# a51_keystream_gen_flat

$ cat config.mk
export PLATFORM = sky130hd
export DESIGN_NAME = a51_keystream_gen_flat
export DESIGN_NICKNAME = d
export VERILOG_FILES = /design/src/rtl/a51_keystream_gen_pkg.sv /design/src/rtl/a51_keystream_gen_if.sv /design/src/rtl/a51_lfsr.sv /design/src/rtl/a51_keystream_gen.sv /design/src/flat_wrapper.sv
export SDC_FILE = /design/constraint.sdc
export NUM_CORES = 1
export LEC_CHECK = 0
export ABC_CLOCK_PERIOD_IN_PS = 2800
export CAP_MARGIN = 20
export CORE_ASPECT_RATIO = 1.2
export CORE_MARGIN = 3
export CORE_UTILIZATION = 40
export DETAILED_ROUTE_END_ITERATION = 10
export PLACE_DENSITY = 0.72
export RECOVER_POWER = 100
export SLEW_MARGIN = 15
export SYNTH_ARGS = -nofsm -noshare
export SYNTH_HDL_FRONTEND = slang
export SYNTH_HIERARCHICAL = 1
export SYNTH_SLANG_ARGS = --single-unit
$ cat constraint.sdc
create_clock -name clk -period 2.8 [get_ports clk]
set_input_delay 0.28 -clock clk [delete_from_list [all_inputs] [get_ports clk]]
set_output_delay 0.28 -clock clk [all_outputs]
set_load 0.01 [all_outputs]
$ cat src/rtl/a51_keystream_gen_pkg.sv
// Shared constants, state encoding and helpers for the A5/1 keystream block.
package a51_pkg;

    localparam int R1_LEN = 19;
    localparam int R2_LEN = 22;
    localparam int R3_LEN = 23;

    localparam logic [R1_LEN-1:0] R1_TAPS = 19'h72000;   // bits 13,16,17,18
    localparam logic [R2_LEN-1:0] R2_TAPS = 22'h300000;  // bits 20,21
    localparam logic [R3_LEN-1:0] R3_TAPS = 23'h700080;  // bits 7,20,21,22

    localparam int R1_CLK = 8;
    localparam int R2_CLK = 10;
    localparam int R3_CLK = 10;

    localparam int KEY_BITS   = 64;
    localparam int FRAME_BITS = 22;
    localparam int KF_BITS    = KEY_BITS + FRAME_BITS;

    typedef enum logic [2:0] {
        IDLE,
        LOAD_KEY,
        LOAD_FRAME,
        MIX,
        STREAM,
        DONE
    } a51_state_t;

    function automatic logic maj3(input logic a, input logic b, input logic c);
        return (a & b) | (a & c) | (b & c);
    endfunction

endpackage

$ cat src/rtl/a51_keystream_gen_if.sv
// Request/stream bundle between the keyframe source, this block and the XOR stage.
interface a51_keystream_gen_if;
    import a51_pkg::*;

    logic               start;
    logic [KF_BITS-1:0] keyframe;
    logic               ks_ready;
    logic               ks_valid;
    logic               ks_bit;
    logic               busy;
    logic               done;

    modport master (
        output start, keyframe, ks_ready,
        input  ks_valid, ks_bit, busy, done
    );

    modport slave (
        input  start, keyframe, ks_ready,
        output ks_valid, ks_bit, busy, done
    );

endinterface

$ cat src/rtl/a51_lfsr.sv
// One A5/1 shift register: shift left, new bit0 = tap parity ^ in_bit.
module a51_lfsr #(
    parameter int             LEN     = 19,
    parameter logic [LEN-1:0] TAPS    = '0,
    parameter int             CLK_BIT = 0
) (
    input  logic clk,
    input  logic clrn,
    input  logic step,
    input  logic clear,
    input  logic in_bit,
    output logic msb,
    output logic clk_bit
);

    logic [LEN-1:0] r;

    // Register update: clear has priority so a new run always starts from zero.
    always_ff @(posedge clk or negedge clrn) begin
        if (!clrn)
            r <= '0;
        else if (clear)
            r <= '0;
        else if (step)
            r <= {r[LEN-2:0], (^(r & TAPS)) ^ in_bit};
    end

    assign msb     = r[LEN-1];
    assign clk_bit = r[CLK_BIT];

endmodule

$ cat src/rtl/a51_keystream_gen.sv
// A5/1 key setup and keystream streamer: load key, load frame, mix, then
// hand out KS_LEN bits over a valid/ready handshake.
module a51_keystream_gen
    import a51_pkg::*;
#(
    parameter int KS_LEN     = 228,
    parameter int MIX_CYCLES = 100
) (
    input  logic                clk,
    input  logic                clrn,
    a51_keystream_gen_if.slave  bus
);

    localparam int BCW = $clog2(KS_LEN + 1);

    a51_state_t          state, state_nxt;
    logic [6:0]          setup_cnt, setup_cnt_nxt;
    logic [BCW-1:0]      bit_cnt, bit_cnt_nxt;
    logic [KF_BITS-1:0]  shadow;

    logic capture, clear_regs, step_all, maj_step, in_bit;
    logic ks_valid, done;
    logic m1, m2, m3, c1, c2, c3, maj;
    logic en1, en2, en3;

    logic [KEY_BITS-1:0]   key_bits;
    logic [FRAME_BITS-1:0] frame_bits;

    assign key_bits   = shadow[KF_BITS-1:FRAME_BITS];
    assign frame_bits = shadow[FRAME_BITS-1:0];

    // State, counters and the keyframe shadow copy taken when a run starts.
    always_ff @(posedge clk or negedge clrn) begin
        if (!clrn) begin
            state     <= IDLE;
            setup_cnt <= '0;
            bit_cnt   <= '0;
            shadow    <= '0;
        end else begin
            state     <= state_nxt;
            setup_cnt <= setup_cnt_nxt;
            bit_cnt   <= bit_cnt_nxt;
            if (capture)
                shadow <= bus.keyframe;
        end
    end

    // Next-state, counter and register-step control for each phase.
    always_comb begin
        state_nxt     = state;
        setup_cnt_nxt = setup_cnt;
        bit_cnt_nxt   = bit_cnt;
        capture       = 1'b0;
        clear_regs    = 1'b0;
        step_all      = 1'b0;
        maj_step      = 1'b0;
        in_bit        = 1'b0;
        ks_valid      = 1'b0;
        done          = 1'b0;
        case (state)
            IDLE: begin
                if (bus.start) begin
                    capture       = 1'b1;
                    clear_regs    = 1'b1;
                    setup_cnt_nxt = '0;
                    bit_cnt_nxt   = '0;
                    state_nxt     = LOAD_KEY;
                end
            end
            LOAD_KEY: begin
                step_all = 1'b1;
                in_bit   = key_bits[setup_cnt[5:0]];
                if (setup_cnt == 7'(KEY_BITS - 1)) begin
                    setup_cnt_nxt = '0;
                    state_nxt     = LOAD_FRAME;
                end else begin
                    setup_cnt_nxt = setup_cnt + 7'd1;
                end
            end
            LOAD_FRAME: begin
                step_all = 1'b1;
                in_bit   = frame_bits[setup_cnt[4:0]];
                if (setup_cnt == 7'(FRAME_BITS - 1)) begin
                    setup_cnt_nxt = '0;
                    state_nxt     = MIX;
                end else begin
                    setup_cnt_nxt = setup_cnt + 7'd1;
                end
            end
            MIX: begin
                // MIX_CYCLES+1 steps: the last one pre-clocks the first output bit.
                maj_step = 1'b1;
                if (setup_cnt == 7'(MIX_CYCLES)) begin
                    setup_cnt_nxt = '0;
                    state_nxt     = STREAM;
                end else begin
                    setup_cnt_nxt = setup_cnt + 7'd1;
                end
            end
            STREAM: begin
                ks_valid = 1'b1;
                if (bus.ks_ready) begin
                    maj_step    = 1'b1;
                    bit_cnt_nxt = bit_cnt + BCW'(1);
                    if (bit_cnt == BCW'(KS_LEN - 1))
                        state_nxt = DONE;
                end
            end
            DONE: begin
                done      = 1'b1;
                state_nxt = IDLE;
            end
            default: state_nxt = IDLE;
        endcase
    end

    assign maj = maj3(c1, c2, c3);
    assign en1 = step_all | (maj_step & (c1 == maj));
    assign en2 = step_all | (maj_step & (c2 == maj));
    assign en3 = step_all | (maj_step & (c3 == maj));

    a51_lfsr #(.LEN(R1_LEN), .TAPS(R1_TAPS), .CLK_BIT(R1_CLK)) u_r1 (
        .clk(clk), .clrn(clrn), .step(en1), .clear(clear_regs),
        .in_bit(in_bit), .msb(m1), .clk_bit(c1)
    );

    a51_lfsr #(.LEN(R2_LEN), .TAPS(R2_TAPS), .CLK_BIT(R2_CLK)) u_r2 (
        .clk(clk), .clrn(clrn), .step(en2), .clear(clear_regs),
        .in_bit(in_bit), .msb(m2), .clk_bit(c2)
    );

    a51_lfsr #(.LEN(R3_LEN), .TAPS(R3_TAPS), .CLK_BIT(R3_CLK)) u_r3 (
        .clk(clk), .clrn(clrn), .step(en3), .clear(clear_regs),
        .in_bit(in_bit), .msb(m3), .clk_bit(c3)
    );

    assign bus.ks_valid = ks_valid;
    assign bus.ks_bit   = m1 ^ m2 ^ m3;
    assign bus.busy     = (state != IDLE);
    assign bus.done     = done;

endmodule
$ cat src/flat_wrapper.sv
// flat-port wrapper written by rule: the top's interface ports become plain ports
module a51_keystream_gen_flat import a51_pkg::*;
#(
    parameter int KS_LEN     = 228,
    parameter int MIX_CYCLES = 100
)
  (clk, clrn, bus_start, bus_keyframe, bus_ks_ready, bus_ks_valid, bus_ks_bit, bus_busy, bus_done);
  a51_keystream_gen_if bus_i ();
  input  logic clk;
  input  logic clrn;
  input wire logic [$bits(bus_i.start)-1:0] bus_start;
  input wire logic [$bits(bus_i.keyframe)-1:0] bus_keyframe;
  input wire logic [$bits(bus_i.ks_ready)-1:0] bus_ks_ready;
  output wire logic [$bits(bus_i.ks_valid)-1:0] bus_ks_valid;
  output wire logic [$bits(bus_i.ks_bit)-1:0] bus_ks_bit;
  output wire logic [$bits(bus_i.busy)-1:0] bus_busy;
  output wire logic [$bits(bus_i.done)-1:0] bus_done;
  assign bus_i.start = bus_start;
  assign bus_i.keyframe = bus_keyframe;
  assign bus_i.ks_ready = bus_ks_ready;
  assign bus_ks_valid = bus_i.ks_valid;
  assign bus_ks_bit = bus_i.ks_bit;
  assign bus_busy = bus_i.busy;
  assign bus_done = bus_i.done;
  a51_keystream_gen #(.KS_LEN(KS_LEN), .MIX_CYCLES(MIX_CYCLES)) u_core (.clk(clk), .clrn(clrn), .bus(bus_i));
endmodule
# video_timing_decoder

## src/rtl/video_timing_decoder.sv

```systemverilog
// video_timing_decoder: rebuilds de/x/y from the hs/vs/hb/vb pixel stream,
// measures line and frame geometry, and reports when that geometry is stable.
module video_timing_decoder #(
    parameter int H_W         = 10,
    parameter int V_W         = 9,
    parameter int LOCK_FRAMES = 2
) (
    input  logic           clk_sys,
    input  logic           reset_n,
    input  logic           ce_pix,
    input  logic           hs,
    input  logic           vs,
    input  logic           hb,
    input  logic           vb,
    output logic           de,
    output logic [H_W-1:0] x,
    output logic [V_W-1:0] y,
    output logic           line_start,
    output logic           frame_start,
    output logic [H_W-1:0] h_total,
    output logic [H_W-1:0] h_active,
    output logic [H_W-1:0] hs_width,
    output logic [V_W-1:0] v_total,
    output logic [V_W-1:0] v_active,
    output logic [V_W-1:0] vs_width,
    output logic           locked
);
    localparam logic [H_W-1:0] H_MAX = '1;
    localparam logic [V_W-1:0] V_MAX = '1;

    typedef enum logic [1:0] {UNLOCKED, COUNTING, LOCKED} state_t;

    state_t         state, state_nx;
    logic [3:0]     match_cnt, match_cnt_nx;
    logic           prev_hs, prev_vs, primed, line_de;
    logic [H_W-1:0] hc, act_acc, hsw_acc, prev_ht;
    logic [V_W-1:0] vc, vact_acc, vsw_acc, prev_vt;
    logic           hs_fall, vs_fall, cur_de, line_any, timeout, match;
    logic [H_W-1:0] ht_nx, ha_nx, hw_nx;
    logic [V_W-1:0] vc_cl, va_cl, vw_cl;

    function automatic logic [H_W-1:0] inc_h(input logic [H_W-1:0] v, input logic en);
        return (en && v != H_MAX) ? v + H_W'(1) : v;
    endfunction

    function automatic logic [V_W-1:0] inc_v(input logic [V_W-1:0] v, input logic en);
        return (en && v != V_MAX) ? v + V_W'(1) : v;
    endfunction

    // No edge can be seen until one sample has been taken since reset
    always_comb begin
        hs_fall  = ce_pix & primed & prev_hs & ~hs;
        vs_fall  = ce_pix & primed & prev_vs & ~vs;
        cur_de   = ~hb & ~vb;
        line_any = line_de | cur_de;
        timeout  = ce_pix & ~hs_fall & (hc == H_MAX);
        ht_nx    = timeout ? '0 : hs_fall ? inc_h(hc, 1'b1) : h_total;
        ha_nx    = timeout ? '0 : hs_fall ? inc_h(act_acc, ~hb) : h_active;
        hw_nx    = timeout ? '0 : hs_fall ? inc_h(hsw_acc, ~hs) : hs_width;
        vc_cl    = inc_v(vc, hs_fall);
        va_cl    = inc_v(vact_acc, hs_fall & line_any);
        vw_cl    = inc_v(vsw_acc, hs_fall & ~vs);
        match    = (ht_nx == prev_ht) && (vc_cl == prev_vt);
    end

    always_ff @(posedge clk_sys or negedge reset_n) begin
        if (!reset_n) begin
            prev_hs     <= 1'b1;
            prev_vs     <= 1'b1;
            primed      <= 1'b0;
            line_de     <= 1'b0;
            de          <= 1'b0;
            x           <= '0;
            y           <= '0;
            line_start  <= 1'b0;
            frame_start <= 1'b0;
            hc          <= '0;
            act_acc     <= '0;
            hsw_acc     <= '0;
            h_total     <= '0;
            h_active    <= '0;
            hs_width    <= '0;
            vc          <= '0;
            vact_acc    <= '0;
            vsw_acc     <= '0;
            v_total     <= '0;
            v_active    <= '0;
            vs_width    <= '0;
            prev_ht     <= '0;
            prev_vt     <= '0;
        end else begin
            line_start  <= hs_fall;
            frame_start <= vs_fall;
            if (ce_pix) begin
                prev_hs  <= hs;
                prev_vs  <= vs;
                primed   <= 1'b1;
                de       <= cur_de;
                if (cur_de)
                    x <= line_de ? inc_h(x, 1'b1) : '0;
                y        <= vs_fall ? '0 : inc_v(y, hs_fall & line_any);
                line_de  <= line_any & ~hs_fall;
                hc       <= hs_fall ? '0 : inc_h(hc, 1'b1);
                act_acc  <= hs_fall ? '0 : inc_h(act_acc, ~hb);
                hsw_acc  <= hs_fall ? '0 : inc_h(hsw_acc, ~hs);
                h_total  <= ht_nx;
                h_active <= ha_nx;
                hs_width <= hw_nx;
                vc       <= vs_fall ? '0 : vc_cl;
                vact_acc <= vs_fall ? '0 : va_cl;
                vsw_acc  <= vs_fall ? '0 : vw_cl;
                if (vs_fall) begin
                    v_total  <= vc_cl;
                    v_active <= va_cl;
                    vs_width <= vw_cl;
                    prev_ht  <= ht_nx;
                    prev_vt  <= vc_cl;
                end
            end
        end
    end

    always_ff @(posedge clk_sys or negedge reset_n) begin
        if (!reset_n) begin
            state     <= UNLOCKED;
            match_cnt <= '0;
        end else begin
            state     <= state_nx;
            match_cnt <= match_cnt_nx;
        end
    end

    // A timeout on the same sample as a frame close wins
    always_comb begin
        state_nx     = state;
        match_cnt_nx = match_cnt;
        if (vs_fall) begin
            match_cnt_nx = !match ? 4'd0 : (match_cnt == 4'hF) ? match_cnt : match_cnt + 4'd1;
            state_nx     = (match_cnt_nx >= 4'(LOCK_FRAMES)) ? LOCKED :
                           (match_cnt_nx != 4'd0) ? COUNTING : UNLOCKED;
        end
        if (timeout) begin
            state_nx     = UNLOCKED;
            match_cnt_nx = 4'd0;
        end
    end

    assign locked = (state == LOCKED);
endmodule
```

## config.mk

```make
export PLATFORM = sky130hd
export DESIGN_NAME = video_timing_decoder
export DESIGN_NICKNAME = d
export VERILOG_FILES = /design/src/rtl/video_timing_decoder.sv
export SDC_FILE = /design/constraint.sdc
export NUM_CORES = 1
export LEC_CHECK = 0
export CELL_PAD_IN_SITES_DETAIL_PLACEMENT = 1
export CELL_PAD_IN_SITES_GLOBAL_PLACEMENT = 2
export CORE_ASPECT_RATIO = 0.8
export CORE_MARGIN = 2
export CORE_UTILIZATION = 37
export CTS_BUF_LIST = sky130_fd_sc_hd__clkbuf_8
export CTS_CLUSTER_SIZE = 28
export DETAILED_ROUTE_END_ITERATION = 6
export PLACE_DENSITY_LB_ADDON = 0.1
export SETUP_SLACK_MARGIN = 0.02
export SYNTH_ARGS = -nofsm -noshare
export SYNTH_HDL_FRONTEND = slang
export SYNTH_SLANG_ARGS = --single-unit
```

## constraint.sdc

```tcl
create_clock -name clk_sys -period 4 [get_ports clk_sys]
set_clock_uncertainty 0.05 [all_clocks]
set_input_delay 0.6 -clock clk_sys [delete_from_list [all_inputs] [get_ports clk_sys]]
set_output_delay 0.6 -clock clk_sys [all_outputs]
set_load 0.01 [all_outputs]
```

# regfile_wb_arbiter_flat

`config.mk`:
```
export PLATFORM = sky130hd
export DESIGN_NAME = regfile_wb_arbiter_flat
export DESIGN_NICKNAME = d
export VERILOG_FILES = /design/src/rtl/regfile_pkg.sv /design/src/rtl/regfile_wb_arbiter_if.sv /design/src/rtl/regfile_wb_fifo.sv /design/src/rtl/regfile_wb_arbiter.sv /design/src/flat_wrapper.sv
export SDC_FILE = /design/constraint.sdc
export NUM_CORES = 1
export LEC_CHECK = 0
export ABC_AREA = 1
export CAP_MARGIN = 15
export CORE_MARGIN = 2
export CORE_UTILIZATION = 30
export DETAILED_ROUTE_END_ITERATION = 6
export PLACE_DENSITY = 0.54
export SKIP_LAST_GASP = 1
export SLEW_MARGIN = 20
export SYNTH_ARGS = -nofsm -noshare
export SYNTH_HDL_FRONTEND = slang
export SYNTH_SLANG_ARGS = --single-unit
```
`constraint.sdc`:
```
create_clock -name clk -period 9.4 [get_ports clk]
set_clock_uncertainty 0.15 [all_clocks]
set_input_delay 2.82 -clock clk [delete_from_list [all_inputs] [get_ports clk]]
set_output_delay 2.82 -clock clk [all_outputs]
set_load 0.03 [all_outputs]
```
`src/rtl/regfile_pkg.sv`:
```
// Shared definitions for the register-file writeback path: data/address
// widths, the x0 constant, the queued write request and the requester id.
package regfile_pkg;

  localparam int XLEN   = 32;
  localparam int REG_AW = 5;
  localparam logic [REG_AW-1:0] REG_ZERO = 5'd0;

  // One pending register-file write as it sits in a requester FIFO.
  typedef struct packed {
    logic [REG_AW-1:0] addr;
    logic [XLEN-1:0]   data;
  } wb_req_t;

  // Identifies a writeback requester.
  typedef enum logic {
    PORT0 = 1'b0,
    PORT1 = 1'b1
  } port_e;

endpackage

```
`src/rtl/regfile_wb_arbiter_if.sv`:
```
// Writeback bus bundle: two requester handshakes, the registered register
// file write port, the decode hazard query and the idle flag.
interface regfile_wb_arbiter_if;
  import regfile_pkg::*;

  logic              p0_valid;
  logic              p0_ready;
  logic [REG_AW-1:0] p0_addr;
  logic [XLEN-1:0]   p0_data;

  logic              p1_valid;
  logic              p1_ready;
  logic [REG_AW-1:0] p1_addr;
  logic [XLEN-1:0]   p1_data;

  logic              rf_we;
  logic [REG_AW-1:0] rf_waddr;
  logic [XLEN-1:0]   rf_wdata;

  logic [REG_AW-1:0] hz_addr;
  logic              hz_busy;
  logic              idle;

  // The side that issues writes and queries hazards.
  modport master (
    output p0_valid, p0_addr, p0_data,
    output p1_valid, p1_addr, p1_data,
    output hz_addr,
    input  p0_ready, p1_ready,
    input  rf_we, rf_waddr, rf_wdata,
    input  hz_busy, idle
  );

  // The arbiter itself.
  modport slave (
    input  p0_valid, p0_addr, p0_data,
    input  p1_valid, p1_addr, p1_data,
    input  hz_addr,
    output p0_ready, p1_ready,
    output rf_we, rf_waddr, rf_wdata,
    output hz_busy, idle
  );

endinterface

```
`src/rtl/regfile_wb_fifo.sv`:
```
// Per-requester writeback FIFO. Holds DEPTH write requests (DEPTH a power
// of two, >= 2) and exposes every slot's occupancy and address so the top
// can answer hazard queries against everything still queued.
module regfile_wb_fifo
  import regfile_pkg::*;
#(
  parameter int DEPTH = 2
) (
  input  logic                         clk,
  input  logic                         rst,
  input  logic                         push_i,
  input  wb_req_t                      entry_i,
  input  logic                         pop_i,
  output logic                         full_o,
  output logic                         empty_o,
  output wb_req_t                      head_o,
  output logic [DEPTH-1:0]             slot_valid_o,
  output logic [DEPTH-1:0][REG_AW-1:0] slot_addr_o
);

  localparam int PW = $clog2(DEPTH);
  localparam logic [PW:0] FULL_CNT = (PW+1)'(DEPTH);

  wb_req_t       mem_q [DEPTH];
  logic [PW-1:0] wr_ptr_q, rd_ptr_q;
  logic [PW:0]   count_q;
  logic          do_push, do_pop;
  logic [PW-1:0] offset;

  assign full_o  = (count_q == FULL_CNT);
  assign empty_o = (count_q == '0);
  assign head_o  = mem_q[rd_ptr_q];
  assign do_push = push_i && !full_o;
  assign do_pop  = pop_i && !empty_o;

  // Pointer and occupancy bookkeeping; reset flushes the queue.
  always_ff @(posedge clk) begin
    if (rst) begin
      wr_ptr_q <= '0;
      rd_ptr_q <= '0;
      count_q  <= '0;
    end else begin
      if (do_push) wr_ptr_q <= wr_ptr_q + 1'b1;
      if (do_pop)  rd_ptr_q <= rd_ptr_q + 1'b1;
      if (do_push && !do_pop)      count_q <= count_q + 1'b1;
      else if (do_pop && !do_push) count_q <= count_q - 1'b1;
    end
  end

  // Storage array; contents are don't-care once the pointers are flushed.
  always_ff @(posedge clk) begin
    if (do_push) mem_q[wr_ptr_q] <= entry_i;
  end

  // A slot is live when its distance from the head is below the count.
  always_comb begin
    slot_valid_o = '0;
    slot_addr_o  = '0;
    offset       = '0;
    for (int i = 0; i < DEPTH; i++) begin
      offset          = PW'(i) - rd_ptr_q;
      slot_valid_o[i] = ({1'b0, offset} < count_q);
      slot_addr_o[i]  = mem_q[i].addr;
    end
  end

endmodule

```
`src/rtl/regfile_wb_arbiter.sv`:
```
// Writeback arbiter for the register file's single write port. Two
// requester FIFOs feed a registered write bus; x0 writes are consumed but
// never issued. Arbitration is fixed priority (port 0 wins) unless
// REGFILE_WB_RR_ARB_EN is defined, which switches to round-robin.
module regfile_wb_arbiter
  import regfile_pkg::*;
#(
  parameter int DEPTH = 2
) (
  input  logic                clk,
  input  logic                rst,
  regfile_wb_arbiter_if.slave bus
);

  wb_req_t                      head0, head1, entry0, entry1, sel;
  logic                         full0, full1, empty0, empty1;
  logic                         push0, push1, grant0, grant1;
  logic [DEPTH-1:0]             sv0, sv1;
  logic [DEPTH-1:0][REG_AW-1:0] sa0, sa1;
  logic                         hit;

  logic              rf_we_q, rf_we_d;
  logic [REG_AW-1:0] rf_waddr_q, rf_waddr_d;
  logic [XLEN-1:0]   rf_wdata_q, rf_wdata_d;

`ifdef REGFILE_WB_RR_ARB_EN
  port_e last_grant_q;
`endif

  assign bus.p0_ready = !rst && !full0;
  assign bus.p1_ready = !rst && !full1;
  assign push0  = bus.p0_valid && bus.p0_ready;
  assign push1  = bus.p1_valid && bus.p1_ready;
  assign entry0 = '{addr: bus.p0_addr, data: bus.p0_data};
  assign entry1 = '{addr: bus.p1_addr, data: bus.p1_data};

  regfile_wb_fifo #(.DEPTH(DEPTH)) u_fifo0 (
    .clk          (clk),
    .rst          (rst),
    .push_i       (push0),
    .entry_i      (entry0),
    .pop_i        (grant0),
    .full_o       (full0),
    .empty_o      (empty0),
    .head_o       (head0),
    .slot_valid_o (sv0),
    .slot_addr_o  (sa0)
  );

  regfile_wb_fifo #(.DEPTH(DEPTH)) u_fifo1 (
    .clk          (clk),
    .rst          (rst),
    .push_i       (push1),
    .entry_i      (entry1),
    .pop_i        (grant1),
    .full_o       (full1),
    .empty_o      (empty1),
    .head_o       (head1),
    .slot_valid_o (sv1),
    .slot_addr_o  (sa1)
  );

  // Pick at most one non-empty FIFO head per cycle.
  always_comb begin
    grant0 = 1'b0;
    grant1 = 1'b0;
`ifdef REGFILE_WB_RR_ARB_EN
    if (!empty0 && !empty1) begin
      if (last_grant_q == PORT1) grant0 = 1'b1;
      else                       grant1 = 1'b1;
    end else begin
      grant0 = !empty0;
      grant1 = !empty1;
    end
`else
    grant0 = !empty0;
    grant1 = empty0 && !empty1;
`endif
  end

  // Next write-bus value: granted head, with x0 suppressed to we=0.
  always_comb begin
    sel        = grant1 ? head1 : head0;
    rf_we_d    = 1'b0;
    rf_waddr_d = rf_waddr_q;
    rf_wdata_d = rf_wdata_q;
    if (grant0 || grant1) begin
      rf_we_d    = (sel.addr != REG_ZERO);
      rf_waddr_d = sel.addr;
      rf_wdata_d = sel.data;
    end
  end

  // Registered register-file write port.
  always_ff @(posedge clk) begin
    if (rst) begin
      rf_we_q    <= 1'b0;
      rf_waddr_q <= '0;
      rf_wdata_q <= '0;
    end else begin
      rf_we_q    <= rf_we_d;
      rf_waddr_q <= rf_waddr_d;
      rf_wdata_q <= rf_wdata_d;
    end
  end

`ifdef REGFILE_WB_RR_ARB_EN
  // Remember who won last, x0 grants included, so contention alternates.
  always_ff @(posedge clk) begin
    if (rst)         last_grant_q <= PORT1;
    else if (grant0) last_grant_q <= PORT0;
    else if (grant1) last_grant_q <= PORT1;
  end
`endif

  // Hazard match against every queued slot and the write in flight.
  always_comb begin
    hit = 1'b0;
    for (int i = 0; i < DEPTH; i++) begin
      if (sv0[i] && (sa0[i] == bus.hz_addr)) hit = 1'b1;
      if (sv1[i] && (sa1[i] == bus.hz_addr)) hit = 1'b1;
    end
    if (rf_we_q && (rf_waddr_q == bus.hz_addr)) hit = 1'b1;
  end

  assign bus.hz_busy  = !rst && (bus.hz_addr != REG_ZERO) && hit;
  assign bus.idle     = rst || (empty0 && empty1 && !rf_we_q);
  assign bus.rf_we    = rf_we_q;
  assign bus.rf_waddr = rf_waddr_q;
  assign bus.rf_wdata = rf_wdata_q;

endmodule

```
`src/flat_wrapper.sv`:
```
// flat-port wrapper written by rule: the top's interface ports become plain ports
module regfile_wb_arbiter_flat import regfile_pkg::*;
#(
  parameter int DEPTH = 2
)
  (clk, rst, bus_p0_valid, bus_p0_addr, bus_p0_data, bus_p1_valid, bus_p1_addr, bus_p1_data, bus_hz_addr, bus_p0_ready, bus_p1_ready, bus_rf_we, bus_rf_waddr, bus_rf_wdata, bus_hz_busy, bus_idle);
  regfile_wb_arbiter_if bus_i ();
  input  logic clk;
  input  logic rst;
  input wire logic [$bits(bus_i.p0_valid)-1:0] bus_p0_valid;
  input wire logic [$bits(bus_i.p0_addr)-1:0] bus_p0_addr;
  input wire logic [$bits(bus_i.p0_data)-1:0] bus_p0_data;
  input wire logic [$bits(bus_i.p1_valid)-1:0] bus_p1_valid;
  input wire logic [$bits(bus_i.p1_addr)-1:0] bus_p1_addr;
  input wire logic [$bits(bus_i.p1_data)-1:0] bus_p1_data;
  input wire logic [$bits(bus_i.hz_addr)-1:0] bus_hz_addr;
  output wire logic [$bits(bus_i.p0_ready)-1:0] bus_p0_ready;
  output wire logic [$bits(bus_i.p1_ready)-1:0] bus_p1_ready;
  output wire logic [$bits(bus_i.rf_we)-1:0] bus_rf_we;
  output wire logic [$bits(bus_i.rf_waddr)-1:0] bus_rf_waddr;
  output wire logic [$bits(bus_i.rf_wdata)-1:0] bus_rf_wdata;
  output wire logic [$bits(bus_i.hz_busy)-1:0] bus_hz_busy;
  output wire logic [$bits(bus_i.idle)-1:0] bus_idle;
  assign bus_i.p0_valid = bus_p0_valid;
  assign bus_i.p0_addr = bus_p0_addr;
  assign bus_i.p0_data = bus_p0_data;
  assign bus_i.p1_valid = bus_p1_valid;
  assign bus_i.p1_addr = bus_p1_addr;
  assign bus_i.p1_data = bus_p1_data;
  assign bus_i.hz_addr = bus_hz_addr;
  assign bus_p0_ready = bus_i.p0_ready;
  assign bus_p1_ready = bus_i.p1_ready;
  assign bus_rf_we = bus_i.rf_we;
  assign bus_rf_waddr = bus_i.rf_waddr;
  assign bus_rf_wdata = bus_i.rf_wdata;
  assign bus_hz_busy = bus_i.hz_busy;
  assign bus_idle = bus_i.idle;
  regfile_wb_arbiter #(.DEPTH(DEPTH)) u_core (.clk(clk), .rst(rst), .bus(bus_i));
endmodule
```
# conv_cfg_bank

File: config.mk
export PLATFORM = sky130hd
export DESIGN_NAME = conv_cfg_bank
export DESIGN_NICKNAME = d
export VERILOG_FILES = /design/src/rtl/conv_cfg_bank.sv
export SDC_FILE = /design/constraint.sdc
export NUM_CORES = 1
export LEC_CHECK = 0
export ABC_AREA = 1
export CAP_MARGIN = 25
export CORE_ASPECT_RATIO = 1.1
export CORE_MARGIN = 4
export CORE_UTILIZATION = 40
export CTS_BUF_LIST = sky130_fd_sc_hd__clkbuf_4 sky130_fd_sc_hd__clkbuf_8 sky130_fd_sc_hd__clkbuf_16
export DETAILED_ROUTE_END_ITERATION = 16
export PLACE_DENSITY = 0.61
export SKIP_CTS_REPAIR_TIMING = 1
export SLEW_MARGIN = 25
export SYNTH_ARGS = -nofsm -noshare
export SYNTH_HDL_FRONTEND = slang
export SYNTH_SLANG_ARGS = --single-unit
File: constraint.sdc
create_clock -name clk -period 1.8 [get_ports clk]
set_input_delay 0.45 -clock clk [delete_from_list [all_inputs] [get_ports clk]]
set_output_delay 0.45 -clock clk [all_outputs]
set_load 0.02 [all_outputs]
File: src/rtl/conv_cfg_bank.sv
// conv_cfg_bank: double-buffered configuration bank for the conv layer.
// Host writes go to a shadow set; a commit validates it, derives the output
// feature-map size with an iterative subtract divider and moves it into the
// active set once the conv engine is idle.
module conv_cfg_bank #(
    parameter int KW = 3,
    parameter int IW = 5,
    parameter int SW = 2,
    parameter int NW = 5
) (
    input  logic          clk,
    input  logic          rst_n,
    input  logic          wr_en,
    input  logic [KW-1:0] kernel_size_in,
    input  logic [IW-1:0] img_size_in,
    input  logic [SW-1:0] stride_in,
    input  logic [IW-1:0] width_size_in,
    input  logic [NW-1:0] number_kernel_in,
    input  logic          commit,
    input  logic          engine_busy,
    output logic [KW-1:0] kernel_size_out,
    output logic [IW-1:0] img_size_out,
    output logic [SW-1:0] stride_out,
    output logic [IW-1:0] width_size_out,
    output logic [NW-1:0] number_kernel_out,
    output logic [IW-1:0] out_size_out,
    output logic          cfg_valid,
    output logic          cfg_err,
    output logic          commit_ack,
    output logic          cfg_busy
);

    // Packed configuration word layout: {kernel, img, stride, width, nk}
    localparam int CW    = KW + IW + SW + IW + NW;
    localparam int K_LSB = IW + SW + IW + NW;
    localparam int I_LSB = SW + IW + NW;
    localparam int S_LSB = IW + NW;
    localparam int W_LSB = NW;

    localparam logic [1:0] S_IDLE      = 2'd0;
    localparam logic [1:0] S_WAIT_IDLE = 2'd1;
    localparam logic [1:0] S_CALC      = 2'd2;
    localparam logic [1:0] S_APPLY     = 2'd3;

    logic [1:0]    state_q, state_d;
    logic [CW-1:0] sh_q, sh_d;
    logic [CW-1:0] wk_q, wk_d;
    logic [CW-1:0] act_q, act_d;
    logic [IW-1:0] rem_q, rem_d;
    logic [IW-1:0] quo_q, quo_d;
    logic [IW-1:0] out_q, out_d;
    logic          valid_q, valid_d;
    logic          err_q, err_d;
    logic          ack_q, ack_d;

    logic [KW-1:0] sh_k, wk_k;
    logic [IW-1:0] sh_img, wk_img, sh_w;
    logic [SW-1:0] sh_s, wk_s;
    logic [NW-1:0] sh_nk;
    logic          sh_legal;

    assign sh_k   = sh_q[K_LSB +: KW];
    assign sh_img = sh_q[I_LSB +: IW];
    assign sh_s   = sh_q[S_LSB +: SW];
    assign sh_w   = sh_q[W_LSB +: IW];
    assign sh_nk  = sh_q[0 +: NW];
    assign wk_k   = wk_q[K_LSB +: KW];
    assign wk_img = wk_q[I_LSB +: IW];
    assign wk_s   = wk_q[S_LSB +: SW];

    // kernel <= img guarantees the divider remainder never underflows
    assign sh_legal = (sh_k != '0) && (sh_s != '0) && (sh_nk != '0) &&
                      (sh_w != '0) && (IW'(sh_k) <= sh_img);

    // Shadow set follows host writes in every state
    assign sh_d = wr_en ? {kernel_size_in, img_size_in, stride_in,
                           width_size_in, number_kernel_in} : sh_q;

    // Commit FSM: validate, wait for idle engine, divide, then apply
    always_comb begin
        state_d = state_q;
        wk_d    = wk_q;
        act_d   = act_q;
        rem_d   = rem_q;
        quo_d   = quo_q;
        out_d   = out_q;
        valid_d = valid_q;
        err_d   = err_q;
        ack_d   = 1'b0;
        case (state_q)
            S_IDLE: begin
                if (commit) begin
                    if (!sh_legal) begin
                        err_d = 1'b1;
                    end else begin
                        wk_d  = sh_q;
                        err_d = 1'b0;
                        if (engine_busy) begin
                            state_d = S_WAIT_IDLE;
                        end else begin
                            rem_d   = sh_img - IW'(sh_k);
                            quo_d   = '0;
                            state_d = S_CALC;
                        end
                    end
                end
            end
            S_WAIT_IDLE: begin
                if (!engine_busy) begin
                    rem_d   = wk_img - IW'(wk_k);
                    quo_d   = '0;
                    state_d = S_CALC;
                end
            end
            S_CALC: begin
                if (rem_q >= IW'(wk_s)) begin
                    rem_d = rem_q - IW'(wk_s);
                    quo_d = quo_q + IW'(1);
                end else begin
                    state_d = S_APPLY;
                end
            end
            S_APPLY: begin
                act_d   = wk_q;
                out_d   = quo_q + IW'(1);
                valid_d = 1'b1;
                ack_d   = 1'b1;
                state_d = S_IDLE;
            end
            default: state_d = S_IDLE;
        endcase
    end

    // State and all register sets; reset aborts any in-flight commit
    always_ff @(posedge clk or negedge rst_n) begin
        if (!rst_n) begin
            state_q <= S_IDLE;
            sh_q    <= '0;
            wk_q    <= '0;
            act_q   <= '0;
            rem_q   <= '0;
            quo_q   <= '0;
            out_q   <= '0;
            valid_q <= 1'b0;
            err_q   <= 1'b0;
            ack_q   <= 1'b0;
        end else begin
            state_q <= state_d;
            sh_q    <= sh_d;
            wk_q    <= wk_d;
            act_q   <= act_d;
            rem_q   <= rem_d;
            quo_q   <= quo_d;
            out_q   <= out_d;
            valid_q <= valid_d;
            err_q   <= err_d;
            ack_q   <= ack_d;
        end
    end

    assign kernel_size_out   = act_q[K_LSB +: KW];
    assign img_size_out      = act_q[I_LSB +: IW];
    assign stride_out        = act_q[S_LSB +: SW];
    assign width_size_out    = act_q[W_LSB +: IW];
    assign number_kernel_out = act_q[0 +: NW];
    assign out_size_out      = out_q;
    assign cfg_valid         = valid_q;
    assign cfg_err           = err_q;
    assign commit_ack        = ack_q;
    assign cfg_busy          = (state_q != S_IDLE);

endmodule

==> conv_cfg_bank/layer_met2.png <==
The bar under the picture is 20 microns long.
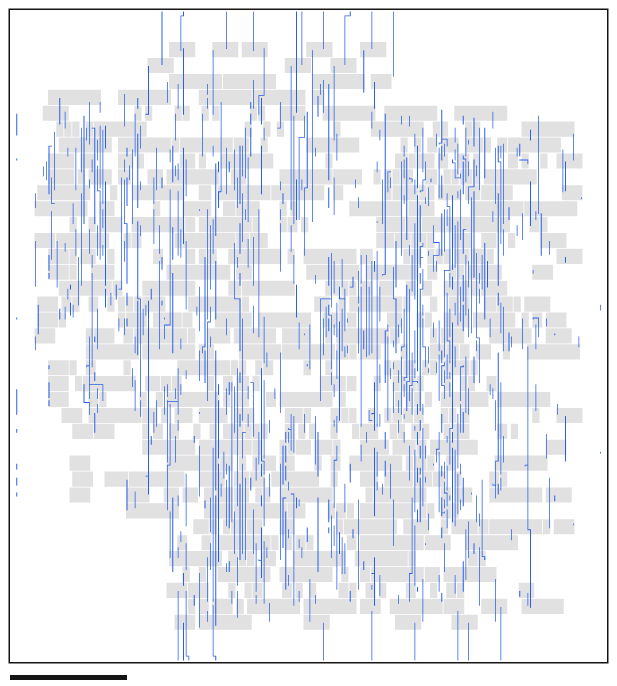
- share of all routed wire: 46%
- wire length on this layer: 3,970 microns
- nets with wire on the layer: 458
GRT met2 Usage: 23.1%
Post-Route WL: 8530 microns
vias: 3,122

==> ci_impl_report.md, conv_cfg_bank <==
### Yosys + OpenROAD results

| Metric | Value |
|---|---|
| Final setup vio count | 17 |
| Routed WL per cell | around 13 microns |
| Avg Inst Size Synth | about 9 sq um |
| Violations in the final reports | negative setup slack |
| Met1 usage | between 20 and 25% |
| Tool warnings | 31 |
| Design area | approximately 5200 sq um |
| Hold Fails Final Rpt | 0 |
| Routed wl met3 | a little over 400 microns |
| EDFF count, synth | 0 |
| Vias in the first global route | a little over 3,000 |
| Maximum Capacitance Violations | 0 |
| Most Crowded Layer GR | met2 |
| Fillcell total | 888 |
| Final WS setup | -0.0571 ns |
| Clock Latency Late Sink | ~0.35 ns |
| Outcome | finished, violations left |
| Max Slew Vio Count | 0 |
| CP delay by family, top | simple AND/OR/NAND/NOR gates |
==> conv_cfg_bank: cells in the mapped netlist (4+ instances only) <==
library cell  instances  share of area [%]
dfrtp_1              80                 51
o21a_1                9                1.7
nor2_1               17                1.6
o21ai_0              49                6.3
clkbuf_1              8               0.77
inv_1                49                4.7
nand4_1              10                1.6
ha_1                 14                4.5
buf_6                 4                1.2
nand3_1              21                2.7
nand2_1             141                 14
==> conv_cfg_bank: report_power, final <==
group,leakage [nW],internal (mW),switching [mW]
logic,1.67,1.62,2.19
clock network,0.116,0.801,0.709
registers,0.989,2.39,0.343
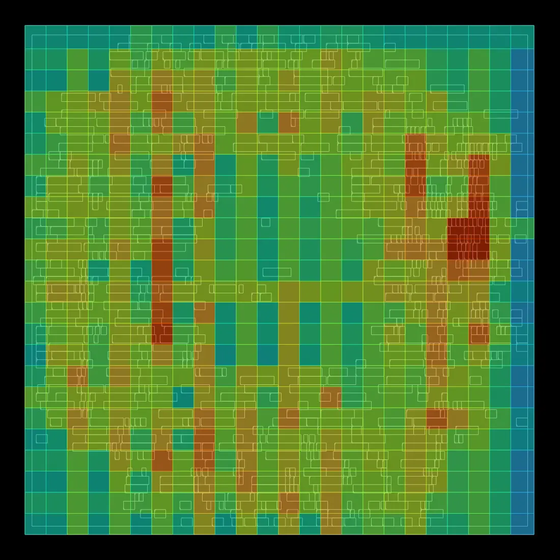
(regfile_wb_arbiter_flat/congestion.png)
met1 usage: 17.1%
Most Crowded Layer GR: met2

==> ci_impl_report.md, regfile_wb_arbiter_flat <==
### Yosys + OpenROAD results

| Metric | Value |
|---|---|
| Fillcell total | roughly 2,600 |
| Min-Delay Path Depth | 2 |
| Hold Fails Final Rpt | 0 |
| Complex Gates by Area | 8.76% |
| Logic inverters | around 72 |
| Layout area overhead | 27.9% |
| Met3 Use GR | around 3.3% |
| Mux cell area share | 6.05% |
| Gate Area | around 2100 sq um |
| Total CTS buffers | 17 |
| DR pass1 iterations | 6 |
| Congestion Overflow GR | 0 |
| CP max FO | 7 |
| Pwr Density | roughly 290 nW/um^2 |
| Die width | 166 microns |
| Clk buf depth | 2 |
| Highest Clock Rate | approximately 130 MHz |
| R2r setup slk | 6.19 ns |
| Comb. pwr | slightly below 1 mW |
| CTS tree | done |
| Combinational fraction of the cell area | 20.5% |
| Finished Layout Cells | 1,146 |
| Fin crit period | 7.76 ns |
| Reg-to-reg endpoint | u_core.bus.rf_we |
| Seq area share | 53.5% |
| Cell Type Count | 26 |
| Signal buffers | about 130 |
| Worst hold start | u_core.bus.rf_wdata[13] |
| Final WS setup | 1.64 ns |
| Outcome | completed |
==> regfile_wb_arbiter_flat: stage by stage <==
step	utilization [%]	instance area [sq um]
after floorplan	-	7900
after global placement	36.4	9460
after detailed placement	36.4	9460
after CTS	38.9	10100
after global routing	38.9	10100
final	38.9	10100
==> regfile_wb_arbiter_flat: critical path, cell delays in order <==
cell,delay [ns]
clkdlybuf4s50_1,0.64
inv_1,0.13
nand2_1,0.08
nand2_1,0.05
nor2_1,0.10
nand3_1,0.08
nand3_1,0.09
nor2_1,0.04
nor2_1,0.09
clkdlybuf4s50_1,0.67
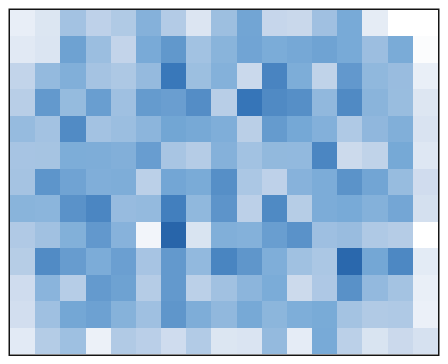
(video_timing_decoder/cell_density.png)
The die is cut into 17 by 13 equal tiles; white is low, dark blue is high, 0 to 100% covered.
- tiles over 75% full: 0.90%
- nearly empty tiles: 1.8%
- mean over tiles: 41%
- fullest tile: 79%
Core Util, Final: 44.9%
Initial Util: 37.5%
total core area: 20,600 sq um

==> ci_impl_report.md, video_timing_decoder <==
### Yosys + OpenROAD results

| Metric | Value |
|---|---|
| Vias | 6,165 |
| Detail Route Antenna Nets | 0 |
| CP max FO | 8 |
| Synth area leaders | dfrtp_1 50%, nand2_1 6.4%, o21ai_0 6.4%, xnor2_1 3.9%, nor2_1 3.6% |
| Commonest flop | dfrtp_1 |
| Final Hold Slack | around 0.061 ns |
| Chip height | 133 microns |
| Ys flops | about 160 |
| Port bufs | roughly 86 |
| Buffering overhead | 10.9% |
| Worst Path Required | 4.32 ns |
| Finished Layout Cells | between 1,000 and 1,500 |
| Chip area line of the yosys report | between 7000 and 8000 sq um |
| Seq area share | a little over two fifths |
| Total Power | 4.16 mW |
| Iter 0 DRT Violations | approximately 320 |
| Met3 Use GR | 4.61% |
| Register area share after synthesis | 50.7% |
| Signal buffers | a little over 100 |
| Routed WL per cell | ~18 microns |
| Mapped Area | about 7700 sq um |
| Outcome | completed |
| Die width | 165 microns |
| Area share, top type | between 40 and 50% |
| Most instantiated logic cell after routing | dfrtp_1 |
| Share of layout cells above drive strength 1 | a little over 8% |
-- video_timing_decoder: path summary, 6_finish.rpt --
kind / end / slack (ns) / start / cells after the start
min reg2reg: v_active[3] / 0.44 / v_active[3] / 2
max reg2reg: match_cnt[3] / 0.50 / vc[0] / 12
min: hs_width[3] / 0.06 / reset_n / 1
max: match_cnt[3] / 0.50 / vc[0] / 12
max in group asynchronous: prev_ht[1] / 2.89 / reset_n / 2
min in group clk_sys: v_active[3] / 0.44 / v_active[3] / 2
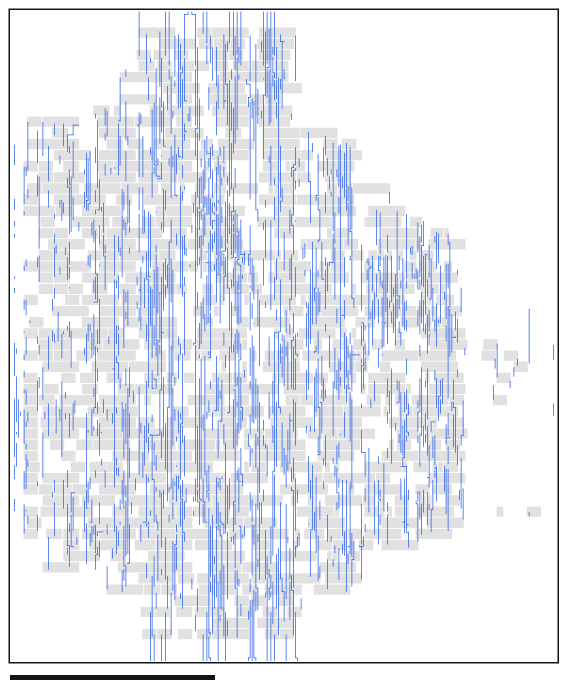
(a51_keystream_gen_flat/layer_met2.png)
The bar under the picture is 50 microns long.
- nets with wire on the layer: 680
- longest straight run: 55.1 microns
vias: 4,893
Post-Route WL: 15,600 microns
GRT met2 Usage: 25.9%

==> ci_impl_report.md, a51_keystream_gen_flat <==
### Yosys + OpenROAD results

| Metric | Value |
|---|---|
| Layout area overhead | 22.3% |
| Pre-CTS WS | -0.0155 ns |
| Worst Path Arrival | 2.97 ns |
| Clk buf depth | 2 |
| Resize count post-CTS | 1 |
| Outcome | completed |
| Syn Nets | 681 |
| DR pass1 iterations | 4 |
| Post-DP HPWL | around 11,000 microns |
| Setup crit end | u_core/u_r3/r[0] |
| Cells after Synth | 587 |
| Routed wl met2 | between 8000 and 9000 microns |
| Met3 Use GR | 3.67% |
| Synth area leader | dfrtp_1 |
| Worst Path Required | between 3 and 4 ns |
| Hold crit path type | primary input to flip-flop |
| Final setup vio count | 0 |
| Biggest Area Class | sequential cells |
| Maximum Capacitance Violations | 0 |
| Part of the power in combinational logic | a little over 30% |
| Design area | 9560 sq um |
==> a51_keystream_gen_flat: flip-flops by register name (all words and copies together), names as in the netlist <==
signal            count
u_core/u_r2/r        22
u_core/u_r3/r        23
u_core/u_r1/r        19
u_core/state          3
u_core/bit_cnt        8
u_core/shadow        86
u_core/setup_cnt      7
==> a51_keystream_gen_flat: cells by family after synthesis <==
family                     count (synthesis)  synth area share (%)
muxes                                    174                  27.6
DFF                                      168                  53.7
and+or+nand+nor                          139                  8.05
AOI/OAI and AO/OA                         44                  3.94
buffers and inverters                     44                  3.93
xor gates and xnor gates                  14                  2.11
adders and majority gates                  4                 0.640

==> gallery <==
Met3 routing.
(a)
The bar under the picture is 20 microns long.
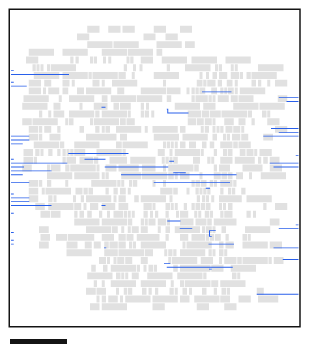
(b)
The bar under the picture is 50 microns long.
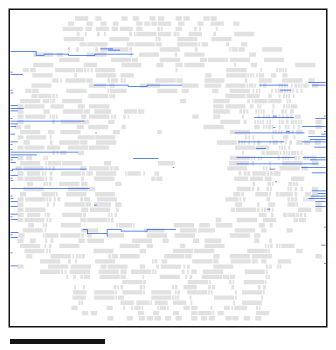
(c)
The bar under the picture is 50 microns long.
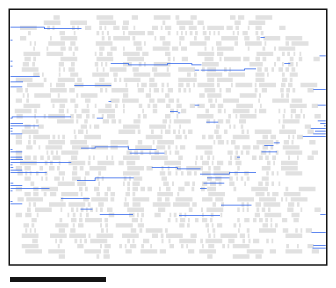
(d)
The bar under the picture is 50 microns long.
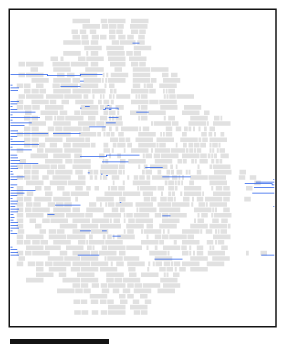
video_timing_decoder: (c)
a51_keystream_gen_flat: (d)
conv_cfg_bank: (a)
regfile_wb_arbiter_flat: (b)
The one with the smallest die is (a).
The one with the largest die is (b).

Key to (a):
- wire length on this layer: 408 microns
- share of all routed wire: 4.8%



==> layout pictures side by side <==
Met1 routing.
panel A
The bar under the picture is 50 microns long.
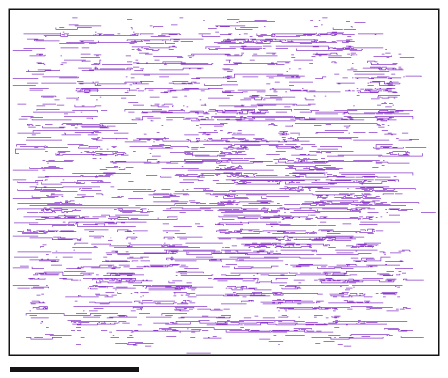
panel B
The bar under the picture is 20 microns long.
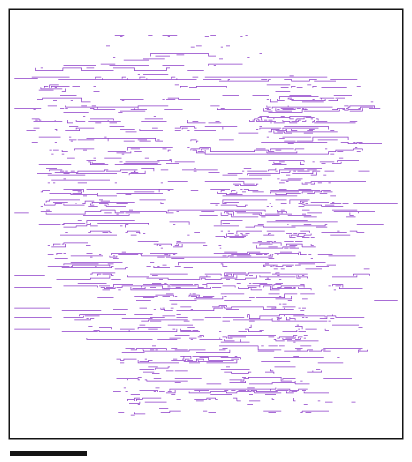
panel C
The bar under the picture is 50 microns long.
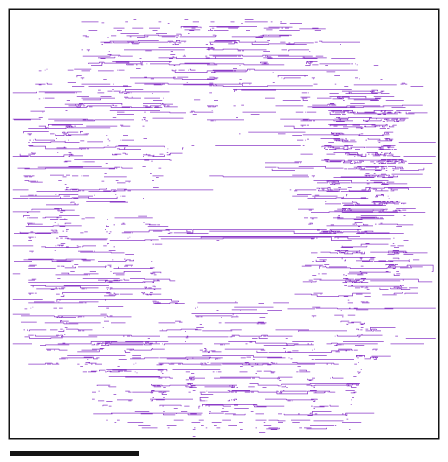
panel D
The bar under the picture is 50 microns long.
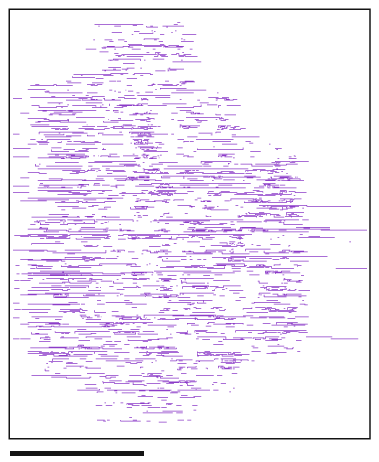
| picture | from |
|---|---|
| panel D | a51_keystream_gen_flat |
| panel C | regfile_wb_arbiter_flat |
| panel A | video_timing_decoder |
| panel B | conv_cfg_bank |

Key to panel A:
- wire length on this layer: 10,500 microns
- main direction: horizontal
- longest straight run: 51.5 microns
- share of all routed wire: 50%


## Gallery

Routing congestion map.
Plate I
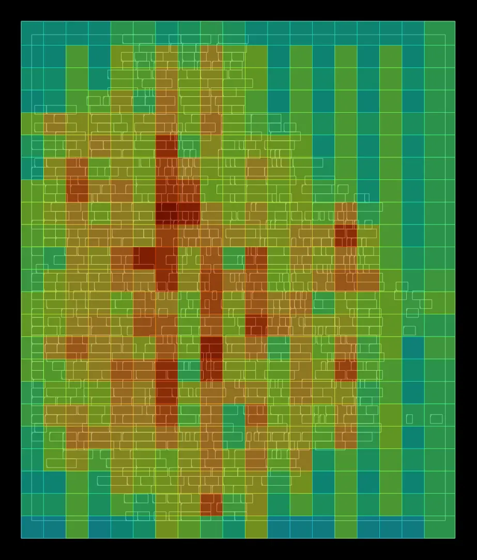
Plate II
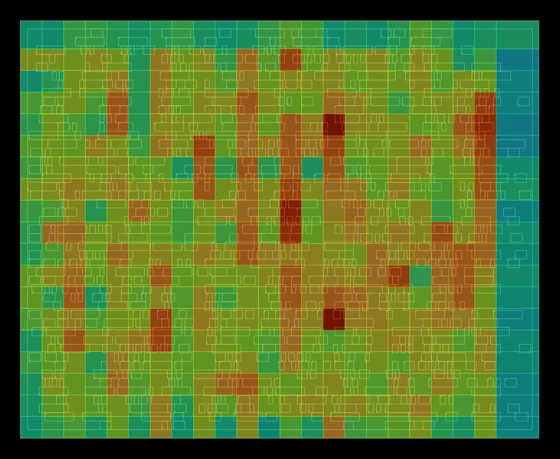
Plate III
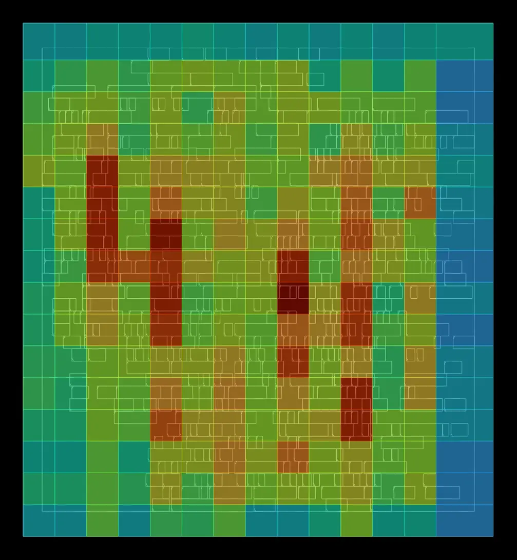
- highest track usage: Plate II
- least wire per cell: Plate III
Plate III: conv_cfg_bank
Plate II: video_timing_decoder
Plate I: a51_keystream_gen_flat

Power is estimated from default activity; no workload was simulated.
